# design 1

### Drive-strength map, design 1

(6 px per um)
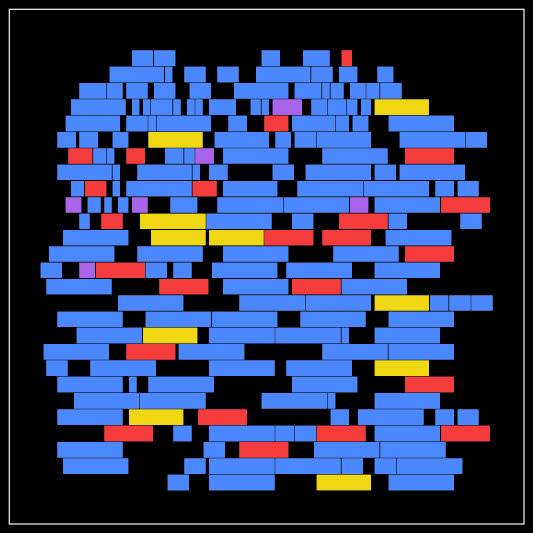

**src/rtl/key_byte_fifo.sv**
```systemverilog
// Show-ahead byte FIFO that sits between the key/switch capture stage and its consumer.
// Define KEY_BYTE_FIFO_DROP_OLDEST_EN to make a write into a full FIFO overwrite the oldest byte.
module key_byte_fifo #(
   parameter int DW    = 8,
   parameter int DEPTH = 8,
   localparam int AW   = $clog2(DEPTH)
) (
   input  logic          clk,
   input  logic          rst,
   input  logic          in_valid,
   input  logic [DW-1:0] in_data,
   output logic          out_valid,
   output logic [DW-1:0] out_data,
   input  logic          out_ready,
   output logic [AW:0]   count,
   output logic          full,
   output logic          empty,
   output logic          overflow,
   input  logic          ovf_clr
);

   localparam logic [AW:0] FULL_CNT = DEPTH[AW:0];

   logic [DW-1:0] mem_q [DEPTH];
   logic [AW-1:0] wr_ptr_q, wr_ptr_d;
   logic [AW-1:0] rd_ptr_q, rd_ptr_d;
   logic [AW:0]   count_q, count_d;
   logic          overflow_q, overflow_d;

   logic push, pop, drop, ovw, inc;

   assign empty     = (count_q == '0);
   assign full      = (count_q == FULL_CNT);
   assign out_valid = ~empty;
   assign out_data  = empty ? '0 : mem_q[rd_ptr_q];
   assign count     = count_q;
   assign overflow  = overflow_q;

   always_comb begin
      pop = out_valid & out_ready;
`ifdef KEY_BYTE_FIFO_DROP_OLDEST_EN
      push = in_valid;
      drop = 1'b0;
      ovw  = in_valid & full & ~pop;
`else
      push = in_valid & (~full | pop);
      drop = in_valid & full & ~pop;
      ovw  = 1'b0;
`endif
      // An overwrite retires the oldest byte, so occupancy does not grow.
      inc = push & ~ovw;

      wr_ptr_d = push ? wr_ptr_q + 1'b1 : wr_ptr_q;
      rd_ptr_d = (pop | ovw) ? rd_ptr_q + 1'b1 : rd_ptr_q;

      count_d = count_q;
      if (inc && !pop) begin
         count_d = count_q + 1'b1;
      end else if (pop && !inc) begin
         count_d = count_q - 1'b1;
      end

      overflow_d = overflow_q;
      if (drop || ovw) begin
         overflow_d = 1'b1;
      end else if (ovf_clr) begin
         overflow_d = 1'b0;
      end
   end

   always_ff @(posedge clk or posedge rst) begin
      if (rst) begin
         wr_ptr_q   <= '0;
         rd_ptr_q   <= '0;
         count_q    <= '0;
         overflow_q <= 1'b0;
      end else begin
         wr_ptr_q   <= wr_ptr_d;
         rd_ptr_q   <= rd_ptr_d;
         count_q    <= count_d;
         overflow_q <= overflow_d;
      end
   end

   always_ff @(posedge clk) begin
      if (push) begin
         mem_q[wr_ptr_q] <= in_data;
      end
   end

endmodule

```
**config.mk**
```make
export PLATFORM = sky130hd
export DESIGN_NAME = key_byte_fifo
export DESIGN_NICKNAME = d
export VERILOG_FILES = /design/src/rtl/key_byte_fifo.sv
export SDC_FILE = /design/constraint.sdc
export NUM_CORES = 1
export LEC_CHECK = 0
export ABC_CLOCK_PERIOD_IN_PS = 7400
export CORE_MARGIN = 5
export CORE_UTILIZATION = 54
export CTS_BUF_LIST = sky130_fd_sc_hd__clkbuf_16
export DETAILED_ROUTE_END_ITERATION = 8
export PLACE_DENSITY_LB_ADDON = 0.1
export SKIP_CTS_REPAIR_TIMING = 1
export SYNTH_ARGS = -nofsm -noshare
export SYNTH_HDL_FRONTEND = slang
export SYNTH_SLANG_ARGS = --single-unit
```
**constraint.sdc**
```tcl
create_clock -name clk -period 7.4 [get_ports clk]
set_input_delay 1.11 -clock clk [delete_from_list [all_inputs] [get_ports clk]]
set_output_delay 1.11 -clock clk [all_outputs]
set_load 0.02 [all_outputs]
```
# design 2

`src/rtl/digit_segment_renderer.sv`:
```
// Seven-segment hex glyph renderer: RGB444 pixel stream, two cycles behind the scan counters.
// Optional macro BLINK_EN: digit shown for 32 frames, then hidden for 32 frames.
module digit_segment_renderer #(
  parameter int unsigned SEG_LEN  = 20,
  parameter int unsigned SEG_W    = 4,
  parameter logic [11:0] FG_COLOR = 12'hFFF,
  parameter logic [11:0] BG_COLOR = 12'h000
) (
  input  logic        clock,
  input  logic        reset,
  input  logic [9:0]  DigitX,
  input  logic [9:0]  DigitY,
  input  logic [3:0]  Value,
  input  logic [9:0]  PixelX,
  input  logic [9:0]  PixelY,
  input  logic        VideoOn,
  output logic [11:0] RGB,
  output logic        Hit
);

  localparam int unsigned GlyphW = SEG_LEN + 2 * SEG_W;
  localparam int unsigned GlyphH = 2 * SEG_LEN + 3 * SEG_W;

  // Column and row band edges of the glyph box, in box-relative pixels.
  localparam logic [10:0] X1 = 11'(SEG_W);
  localparam logic [10:0] X2 = 11'(SEG_W + SEG_LEN);
  localparam logic [10:0] X3 = 11'(GlyphW);
  localparam logic [10:0] Y1 = 11'(SEG_W);
  localparam logic [10:0] Y2 = 11'(SEG_W + SEG_LEN);
  localparam logic [10:0] Y3 = 11'(SEG_LEN + 2 * SEG_W);
  localparam logic [10:0] Y4 = 11'(2 * SEG_LEN + 2 * SEG_W);
  localparam logic [10:0] Y5 = 11'(GlyphH);

  // Frame latch on the first blanking line keeps position/value stable for a whole frame.
  logic       latch;
  logic [9:0] lx_q, ly_q;
  logic [3:0] lv_q;

  assign latch = (PixelX == 10'd0) && (PixelY == 10'd480);

  always_ff @(posedge clock or negedge reset) begin
    if (!reset) begin
      lx_q <= '0;
      ly_q <= '0;
      lv_q <= '0;
    end else if (latch) begin
      lx_q <= DigitX;
      ly_q <= DigitY;
      lv_q <= Value;
    end
  end

  logic blank;

`ifdef BLINK_EN
  logic [5:0] frame_cnt_q;

  always_ff @(posedge clock or negedge reset) begin
    if (!reset) begin
      frame_cnt_q <= '0;
    end else if (latch) begin
      frame_cnt_q <= frame_cnt_q + 6'd1;
    end
  end

  assign blank = frame_cnt_q[5];
`else
  assign blank = 1'b0;
`endif

  // Stage 1: box-relative offsets and box membership, 11-bit so LX+W never overflows.
  logic [10:0] px, py, lx, ly;
  logic [10:0] dx_d, dy_d, dx_q, dy_q;
  logic        inbox_d, inbox_q, von_d1_q;

  assign px = {1'b0, PixelX};
  assign py = {1'b0, PixelY};
  assign lx = {1'b0, lx_q};
  assign ly = {1'b0, ly_q};

  assign dx_d    = px - lx;
  assign dy_d    = py - ly;
  assign inbox_d = (px >= lx) && (px < lx + X3) && (py >= ly) && (py < ly + Y5);

  always_ff @(posedge clock or negedge reset) begin
    if (!reset) begin
      dx_q     <= '0;
      dy_q     <= '0;
      inbox_q  <= 1'b0;
      von_d1_q <= 1'b0;
    end else begin
      dx_q     <= dx_d;
      dy_q     <= dy_d;
      inbox_q  <= inbox_d;
      von_d1_q <= VideoOn;
    end
  end

  // Stage 2: segment decode and region test.
  logic [6:0] seg;  // abcdefg, a in bit 6

  always_comb begin
    seg = 7'b0000000;
    unique case (lv_q)
      4'h0: seg = 7'b1111110;
      4'h1: seg = 7'b0110000;
      4'h2: seg = 7'b1101101;
      4'h3: seg = 7'b1111001;
      4'h4: seg = 7'b0110011;
      4'h5: seg = 7'b1011011;
      4'h6: seg = 7'b1011111;
      4'h7: seg = 7'b1110000;
      4'h8: seg = 7'b1111111;
      4'h9: seg = 7'b1111011;
      4'hA: seg = 7'b1110111;
      4'hB: seg = 7'b0011111;
      4'hC: seg = 7'b1001110;
      4'hD: seg = 7'b0111101;
      4'hE: seg = 7'b1001111;
      4'hF: seg = 7'b1000111;
    endcase
  end

  logic row_top, row_up, row_mid, row_lo, row_bot;
  logic col_l, col_m, col_r;
  logic lit, hit_d, hit_q, von_d2_q;

  always_comb begin
    row_top = dy_q < Y1;
    row_up  = (dy_q >= Y1) && (dy_q < Y2);
    row_mid = (dy_q >= Y2) && (dy_q < Y3);
    row_lo  = (dy_q >= Y3) && (dy_q < Y4);
    row_bot = (dy_q >= Y4) && (dy_q < Y5);
    col_l   = dx_q < X1;
    col_m   = (dx_q >= X1) && (dx_q < X2);
    col_r   = (dx_q >= X2) && (dx_q < X3);
    lit     = (seg[6] && col_m && row_top) ||
              (seg[5] && col_r && row_up)  ||
              (seg[4] && col_r && row_lo)  ||
              (seg[3] && col_m && row_bot) ||
              (seg[2] && col_l && row_lo)  ||
              (seg[1] && col_l && row_up)  ||
              (seg[0] && col_m && row_mid);
    hit_d   = inbox_q && von_d1_q && lit && !blank;
  end

  always_ff @(posedge clock or negedge reset) begin
    if (!reset) begin
      hit_q    <= 1'b0;
      von_d2_q <= 1'b0;
    end else begin
      hit_q    <= hit_d;
      von_d2_q <= von_d1_q;
    end
  end

  // Driven straight from stage-2 registers so an asynchronous reset blanks the output at once.
  always_comb begin
    RGB = 12'h000;
    if (hit_q) begin
      RGB = FG_COLOR;
    end else if (von_d2_q) begin
      RGB = BG_COLOR;
    end
  end

  assign Hit = hit_q;

endmodule

```
`config.mk`:
```
export PLATFORM = sky130hd
export DESIGN_NAME = digit_segment_renderer
export DESIGN_NICKNAME = d
export VERILOG_FILES = /design/src/rtl/digit_segment_renderer.sv
export SDC_FILE = /design/constraint.sdc
export NUM_CORES = 1
export LEC_CHECK = 0
export ABC_CLOCK_PERIOD_IN_PS = 5200
export CELL_PAD_IN_SITES_DETAIL_PLACEMENT = 0
export CELL_PAD_IN_SITES_GLOBAL_PLACEMENT = 1
export CORE_MARGIN = 2
export CORE_UTILIZATION = 44
export CTS_BUF_LIST = sky130_fd_sc_hd__clkbuf_16
export CTS_CLUSTER_DIAMETER = 150
export DETAILED_ROUTE_END_ITERATION = 6
export GPL_ROUTABILITY_DRIVEN = 0
export PLACE_DENSITY_LB_ADDON = 0.1
export REMOVE_ABC_BUFFERS = 1
export SLEW_MARGIN = 10
export SYNTH_ARGS = -nofsm -noshare
export SYNTH_HDL_FRONTEND = slang
export SYNTH_SLANG_ARGS = --single-unit
```
`constraint.sdc`:
```
create_clock -name clock -period 5.2 [get_ports clock]
set_input_delay 0.52 -clock clock [delete_from_list [all_inputs] [get_ports clock]]
set_output_delay 0.52 -clock clock [all_outputs]
set_load 0.05 [all_outputs]
```
# design 3

### src/rtl/prog_ctrl_pkg.sv
// -----------------------------------------------------------------------------
// prog_ctrl_pkg
// Shared definitions for the program run controller:
//   PC_W       - program counter / branch target width
//   NUM_PROGS  - number of selectable programs
//   run_state_t- run controller states
//   tgt_mode_t - how pc_target_calc forms the relative PcTarget
//   PROG_BASE  - start address of each selectable program
// -----------------------------------------------------------------------------
package prog_ctrl_pkg;

    localparam int PC_W      = 10;
    localparam int NUM_PROGS = 4;

    typedef enum logic [2:0] {
        IDLE   = 3'd0,
        ARMED  = 3'd1,
        LAUNCH = 3'd2,
        RUN    = 3'd3,
        DONE   = 3'd4
    } run_state_t;

    typedef enum logic [1:0] {
        TM_NONE   = 2'd0,
        TM_LAUNCH = 2'd1,
        TM_ABS    = 2'd2,
        TM_REL    = 2'd3
    } tgt_mode_t;

    localparam logic [PC_W-1:0] PROG_BASE [NUM_PROGS] = '{10'd0, 10'd128, 10'd256, 10'd384};

endpackage

### src/rtl/prog_run_ctrl_if.sv
// -----------------------------------------------------------------------------
// prog_run_ctrl_if
// Bundle between the test harness / decoder / ProgCtr and the run controller.
//   Harness/decoder -> controller : Start, ProgSel, CurPc, BrTaken, BrAbs,
//                                   BrTarget, Halt, Stall
//   Controller -> ProgCtr/harness : PcBranch, PcTarget, PcHold, Running, Done,
//                                   ActiveProg, CycleCount
// master drives the requests, slave is the controller.
// -----------------------------------------------------------------------------
interface prog_run_ctrl_if #(
    parameter int PC_W      = prog_ctrl_pkg::PC_W,
    parameter int CNT_W     = 16,
    parameter int NUM_PROGS = prog_ctrl_pkg::NUM_PROGS
);
    localparam int SEL_W = $clog2(NUM_PROGS);

    logic             Start;
    logic [SEL_W-1:0] ProgSel;
    logic [PC_W-1:0]  CurPc;
    logic             BrTaken;
    logic             BrAbs;
    logic [PC_W-1:0]  BrTarget;
    logic             Halt;
    logic             Stall;

    logic             PcBranch;
    logic [PC_W-1:0]  PcTarget;
    logic             PcHold;
    logic             Running;
    logic             Done;
    logic [SEL_W-1:0] ActiveProg;
    logic [CNT_W-1:0] CycleCount;

    modport master (
        output Start, ProgSel, CurPc, BrTaken, BrAbs, BrTarget, Halt, Stall,
        input  PcBranch, PcTarget, PcHold, Running, Done, ActiveProg, CycleCount
    );

    modport slave (
        input  Start, ProgSel, CurPc, BrTaken, BrAbs, BrTarget, Halt, Stall,
        output PcBranch, PcTarget, PcHold, Running, Done, ActiveProg, CycleCount
    );

endinterface

### src/rtl/prog_run_ctrl_pc_target_calc.sv
// -----------------------------------------------------------------------------
// pc_target_calc
// Combinational conversion of a launch base or a branch target into the
// relative offset ProgCtr adds to its PC.
//   mode_i   : TM_NONE -> 0, TM_LAUNCH/TM_ABS -> tgt_i - cur_pc_i,
//              TM_REL -> tgt_i unchanged
//   tgt_i    : program base (launch) or branch target/offset
//   cur_pc_i : current ProgCtr value
//   target_o : relative PcTarget, modulo 2^PC_W
// -----------------------------------------------------------------------------
module pc_target_calc #(
    parameter int PC_W = prog_ctrl_pkg::PC_W
) (
    input  prog_ctrl_pkg::tgt_mode_t mode_i,
    input  logic [PC_W-1:0]          tgt_i,
    input  logic [PC_W-1:0]          cur_pc_i,
    output logic [PC_W-1:0]          target_o
);
    import prog_ctrl_pkg::*;

    always_comb begin
        target_o = '0;
        case (mode_i)
            // Absolute destinations become PC-relative; wrap is intentional.
            TM_LAUNCH, TM_ABS: target_o = tgt_i - cur_pc_i;
            TM_REL:            target_o = tgt_i;
            default:           target_o = '0;
        endcase
    end

endmodule

### src/rtl/prog_run_ctrl.sv
// -----------------------------------------------------------------------------
// prog_run_ctrl
// Run controller sequencing the instruction-fetch program counter.
// Holds the PC while idle, launches the selected program when Start is
// released, converts decoder branches into relative ProgCtr offsets, and on
// Halt freezes fetch and reports Done with the number of RUN cycles.
//   Clk   : clock, rising edge
//   Reset : synchronous, active-high
//   bus   : prog_run_ctrl_if slave (handshake, decoder requests, ProgCtr
//           controls, status)
// -----------------------------------------------------------------------------
module prog_run_ctrl #(
    parameter int PC_W      = prog_ctrl_pkg::PC_W,
    parameter int CNT_W     = 16,
    parameter int NUM_PROGS = prog_ctrl_pkg::NUM_PROGS
) (
    input  logic           Clk,
    input  logic           Reset,
    prog_run_ctrl_if.slave bus
);
    import prog_ctrl_pkg::*;

    localparam int SEL_W = $clog2(NUM_PROGS);

    localparam logic [2:0] S_IDLE   = IDLE;
    localparam logic [2:0] S_ARMED  = ARMED;
    localparam logic [2:0] S_LAUNCH = LAUNCH;
    localparam logic [2:0] S_RUN    = RUN;
    localparam logic [2:0] S_DONE   = DONE;

    logic [2:0]       state_q, state_d;
    logic [SEL_W-1:0] prog_q, prog_d;
    logic [CNT_W-1:0] cnt_q, cnt_d;

    tgt_mode_t        mode;
    logic             hold, branch;
    logic [PC_W-1:0]  tgt_sel, tgt_calc;

    always_comb begin
        state_d = state_q;
        prog_d  = prog_q;
        cnt_d   = cnt_q;
        mode    = TM_NONE;
        hold    = 1'b1;
        branch  = 1'b0;
        case (state_q)
            S_IDLE, S_DONE: begin
                if (bus.Start) begin
                    state_d = S_ARMED;
                    prog_d  = bus.ProgSel;
                end
            end
            S_ARMED: begin
                // Launch happens on the release of Start, not its assertion.
                if (!bus.Start) state_d = S_LAUNCH;
            end
            S_LAUNCH: begin
                hold    = 1'b0;
                branch  = 1'b1;
                mode    = TM_LAUNCH;
                cnt_d   = '0;
                state_d = S_RUN;
            end
            S_RUN: begin
                if (cnt_q != '1) cnt_d = cnt_q + 1'b1;
                // Halt beats Stall beats BrTaken; a stalled branch is dropped.
                if (bus.Halt) begin
                    state_d = S_DONE;
                end else if (bus.Stall) begin
                    hold = 1'b1;
                end else if (bus.BrTaken) begin
                    hold   = 1'b0;
                    branch = 1'b1;
                    mode   = bus.BrAbs ? TM_ABS : TM_REL;
                end else begin
                    hold = 1'b0;
                end
            end
            default: state_d = S_IDLE;
        endcase
    end

    assign tgt_sel = (mode == TM_LAUNCH) ? PC_W'(PROG_BASE[prog_q]) : bus.BrTarget;

    pc_target_calc #(.PC_W(PC_W)) u_tgt (
        .mode_i   (mode),
        .tgt_i    (tgt_sel),
        .cur_pc_i (bus.CurPc),
        .target_o (tgt_calc)
    );

    always_ff @(posedge Clk) begin
        if (Reset) begin
            state_q <= S_IDLE;
            prog_q  <= '0;
            cnt_q   <= '0;
        end else begin
            state_q <= state_d;
            prog_q  <= prog_d;
            cnt_q   <= cnt_d;
        end
    end

    // Reset also freezes ProgCtr in the same cycle it is asserted.
    assign bus.PcHold     = Reset ? 1'b1 : hold;
    assign bus.PcBranch   = Reset ? 1'b0 : branch;
    assign bus.PcTarget   = (Reset || !branch) ? '0 : tgt_calc;
    assign bus.Running    = (state_q == S_RUN);
    assign bus.Done       = (state_q == S_DONE);
    assign bus.ActiveProg = prog_q;
    assign bus.CycleCount = cnt_q;

endmodule

### src/flat_wrapper.sv
// flat-port wrapper written by rule: the top's interface ports become plain ports
module prog_run_ctrl_flat import prog_ctrl_pkg::*;
#(
    parameter int PC_W      = prog_ctrl_pkg::PC_W,
    parameter int CNT_W     = 16,
    parameter int NUM_PROGS = prog_ctrl_pkg::NUM_PROGS
)
  (Clk, Reset, bus_Start, bus_ProgSel, bus_CurPc, bus_BrTaken, bus_BrAbs, bus_BrTarget, bus_Halt, bus_Stall, bus_PcBranch, bus_PcTarget, bus_PcHold, bus_Running, bus_Done, bus_ActiveProg, bus_CycleCount);
  prog_run_ctrl_if #(.PC_W(PC_W), .CNT_W(CNT_W), .NUM_PROGS(NUM_PROGS)) bus_i ();
  input  logic Clk;
  input  logic Reset;
  input wire logic [$bits(bus_i.Start)-1:0] bus_Start;
  input wire logic [$bits(bus_i.ProgSel)-1:0] bus_ProgSel;
  input wire logic [$bits(bus_i.CurPc)-1:0] bus_CurPc;
  input wire logic [$bits(bus_i.BrTaken)-1:0] bus_BrTaken;
  input wire logic [$bits(bus_i.BrAbs)-1:0] bus_BrAbs;
  input wire logic [$bits(bus_i.BrTarget)-1:0] bus_BrTarget;
  input wire logic [$bits(bus_i.Halt)-1:0] bus_Halt;
  input wire logic [$bits(bus_i.Stall)-1:0] bus_Stall;
  output wire logic [$bits(bus_i.PcBranch)-1:0] bus_PcBranch;
  output wire logic [$bits(bus_i.PcTarget)-1:0] bus_PcTarget;
  output wire logic [$bits(bus_i.PcHold)-1:0] bus_PcHold;
  output wire logic [$bits(bus_i.Running)-1:0] bus_Running;
  output wire logic [$bits(bus_i.Done)-1:0] bus_Done;
  output wire logic [$bits(bus_i.ActiveProg)-1:0] bus_ActiveProg;
  output wire logic [$bits(bus_i.CycleCount)-1:0] bus_CycleCount;
  assign bus_i.Start = bus_Start;
  assign bus_i.ProgSel = bus_ProgSel;
  assign bus_i.CurPc = bus_CurPc;
  assign bus_i.BrTaken = bus_BrTaken;
  assign bus_i.BrAbs = bus_BrAbs;
  assign bus_i.BrTarget = bus_BrTarget;
  assign bus_i.Halt = bus_Halt;
  assign bus_i.Stall = bus_Stall;
  assign bus_PcBranch = bus_i.PcBranch;
  assign bus_PcTarget = bus_i.PcTarget;
  assign bus_PcHold = bus_i.PcHold;
  assign bus_Running = bus_i.Running;
  assign bus_Done = bus_i.Done;
  assign bus_ActiveProg = bus_i.ActiveProg;
  assign bus_CycleCount = bus_i.CycleCount;
  prog_run_ctrl #(.PC_W(PC_W), .CNT_W(CNT_W), .NUM_PROGS(NUM_PROGS)) u_core (.Clk(Clk), .Reset(Reset), .bus(bus_i));
endmodule
### config.mk
export PLATFORM = sky130hd
export DESIGN_NAME = prog_run_ctrl_flat
export DESIGN_NICKNAME = d
export VERILOG_FILES = /design/src/rtl/prog_ctrl_pkg.sv /design/src/rtl/prog_run_ctrl_if.sv /design/src/rtl/prog_run_ctrl_pc_target_calc.sv /design/src/rtl/prog_run_ctrl.sv /design/src/flat_wrapper.sv
export SDC_FILE = /design/constraint.sdc
export NUM_CORES = 1
export LEC_CHECK = 0
export ABC_AREA = 0
export CAP_MARGIN = 20
export CORE_MARGIN = 10
export CORE_UTILIZATION = 50
export DETAILED_ROUTE_END_ITERATION = 7
export GPL_TIMING_DRIVEN = 0
export PLACE_DENSITY = 0.85
export SYNTH_ARGS = -nofsm -noshare
export SYNTH_HDL_FRONTEND = slang
export SYNTH_HIERARCHICAL = 1
export SYNTH_SLANG_ARGS = --single-unit
### constraint.sdc
create_clock -name Clk -period 5.58 [get_ports Clk]
set_input_delay 0.837 -clock Clk [delete_from_list [all_inputs] [get_ports Clk]]
set_output_delay 0.837 -clock Clk [all_outputs]
set_load 0.005 [all_outputs]
### Logic cells by family, design 2

(4 px per um)
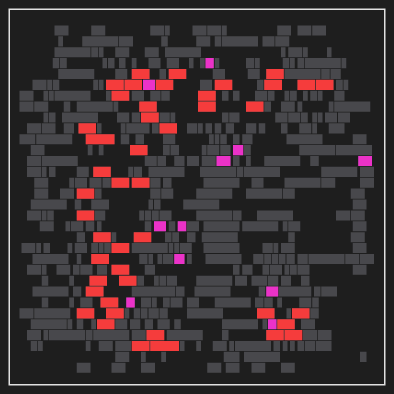
- magenta: AND and OR gates (cells 11)
- red: adder and majority cells (cells 45)
fraction of area in multi-input gates: 50.2%
Layout Cells excl Fill: 537

### Cell placement, design 2

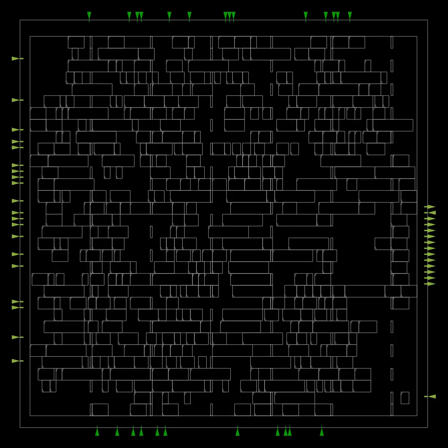
Core Rows: 32
registers: 45
Layout Utilization: 55.2%

==> results.txt, design 2 <==
impl run done, here's what came out: Top Usage Layer GRT met2, Worst setup endpoint ly_q[2], Registers, synthesis 45, CP delay by family, top simple AND/OR/NAND/NOR gates, Layout clock area frac 3.75%, setup TNS 0 ns, WL met2 3.37 mm, layout cells sized above 1 4.60%, Top cells excl fill/tap clkdlybuf4s50_1 (58), dfrtp_1 (45), ha_1 (43), inverter count 31, adder-cell share of the synthesized area 16.4%, largest net degree at the start of global routing 46, hold buffers post-CTS 0, Mapped Area 3530 um^2, Crit path largest cell delay 0.74 ns, P_comb 111 uW, Slew @ Worst Pin 0.987 ns, Clock Tree Buf Depth 2, worst vdd ir 117 uV, antenna violations before repair 0, P per Cell Area 195 nW/um^2, most frequent cell after synthesis dfrtp_1, Slew Viols, Final 0, Worst slew margin 34.2%, GRT overflow 0, xor/xnor share of the synthesized area 5.46%, Syn. warnings 0, CTS-repair resized insts 0, M3 GR Usage 3.14%, status complete, no violations, GRT Resource Usage Total 18.2%, R2R Setup Slk 2.85 ns, Clock transition at path regs 0.06 ns, Post-DP HPWL 6.11 mm, final worst slack 2.67 ns, Int Pwr 643 uW, Iter 0 DRT Violations 98
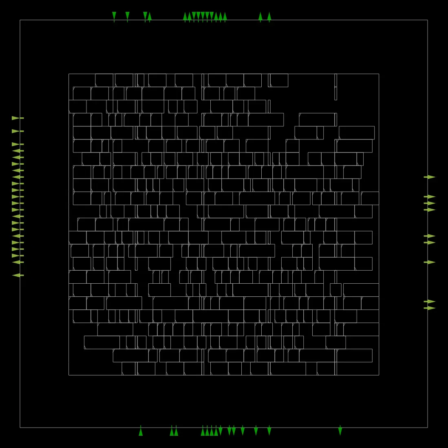
*Cell placement, design 3*
Layout Cells excl Fill: 383
Core Rows: 23
Layout Utilization: 69.2%
Seq/total area: 15.1%
Core Region: 4030 um^2

==> results.txt, design 3 <==
impl run done, here's what came out: status complete, no violations, Via Count 2219, worst vdd ir 98.0 uV, Flop area 420 um^2, Top Usage Layer GRT met2, part of the power in the clock network 27.6%, Sequential Power 154 uW, pre-CTS setup slack 0.951 ns, post-synthesis simple-gate area fraction 33.0%, Clock transition at path regs 0.08 ns, Registers, synthesis 21, leakage 0.00107 uW, largest net degree at the start of global routing 13, Int Pwr 258 uW, WHS Path Cells 1, well tap count 50, registers 21, Syn-to-layout area delta 33.5%, Layout fillers 350, final layout net count 376, Worst setup endpoint bus_PcTarget[8], xor/xnor share of the synthesized area 2.10%, Clock Latency Late Sink 0.26 ns, MUX area fraction 2.04%, Slowest-stage cell, CP fa_1, P_comb 112 uW, Antenna Cells 0, vias in the first global route 2241, post-CTS setup buffers 0, Hold Crit Class reg2reg, Syn. warnings 6, Seq pwr share 41.8%, mi-comb count 211, Slew @ Worst Pin 0.534 ns, crit path DAT 3.91 ns, GR Util met1 18.5%
### I/O nets highlighted, design 1

(3 px per um)
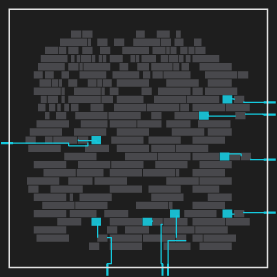
- cyan: out_data (bits 8; direction output; edge 4 east, 3 south, 1 west; end cells 8; wire 136 um)
PortBufs: 28
IO Pins: 29

## Picture notes: 'Drive-strength map' of design 1
- blue: drive 1 or less (cells 163)
- red: drive 2 (cells 23)
- yellow: drive 6 and up (cells 10)
- purple: drive 3 to 4 (cells 6)
Non-CTS buffers: 31
Syn-to-layout area delta: 21.1%

==> results.txt, design 1 <==
impl run done, here's what came out: post-synthesis simple-gate area fraction 4.75%, switching share of power 31.7%, syn_nets 181, Cell area leaders edfxtp_1 (62%), mux4_2 (12%), dfrtp_1 (8.9%), Hold Path End overflow, Final Critical Period 3.92 ns, switching power 509 uW, Layout fillers 384, DP Area 3450 um^2, Seq/total area 58.9%, crit path buf inv count 1, CP Capture Type output pin, mi-comb count 74, first-pass GRT wire length 9.16 mm, part of the power in the clock network 25.5%, most frequent cell after synthesis edfxtp_1, largest net degree at the start of global routing 19, drt drc 0, M3 GR Usage 3.36%, R2R Path End count[3], fp util 55.6%, status complete, no violations

==> layout pictures side by side <==
I/O pins on the die edge.
Plate I
(6 px per um) Pins as bars across the die edge, other pins in gray.
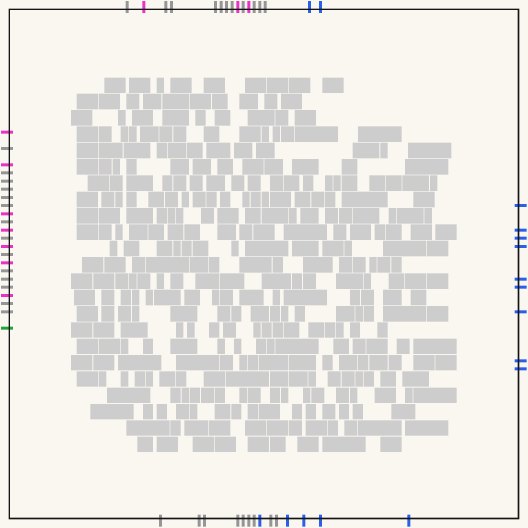
Plate II
(6 px per um) Pins as bars across the die edge, other pins in gray.
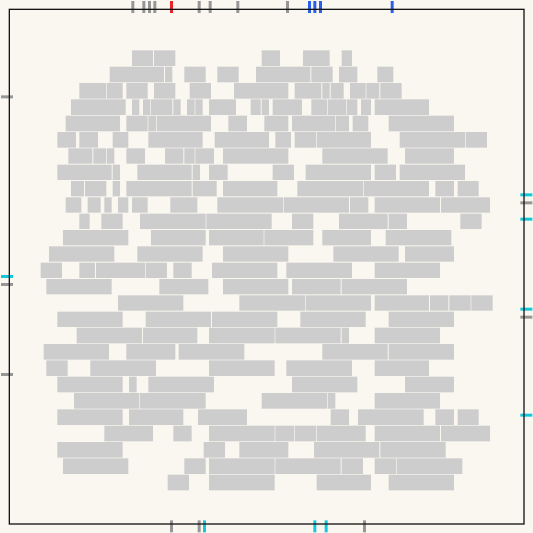
Plate III
(4 px per um) Pins as bars across the die edge, other pins in gray.
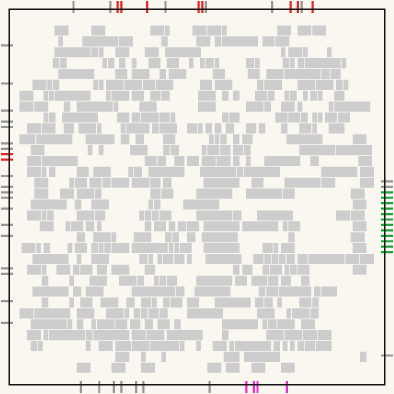
Plate I: design 3
Plate II: design 1
Plate III: design 2
The one with the fewest pins is Plate II.
The one with the largest die is Plate III.

Key to Plate I:
- magenta: bus_BrTarget (pins 10; direction input; edge 7 west, 3 north)
- blue: bus_CycleCount (pins 16; direction output; edge 9 east, 5 south, 2 north)
- green: bus_Done (pins 1; direction output; edge west)
- all pins by edge: 22 west, 16 north, 14 south, 9 east


Power and IR drop assume default switching activity.
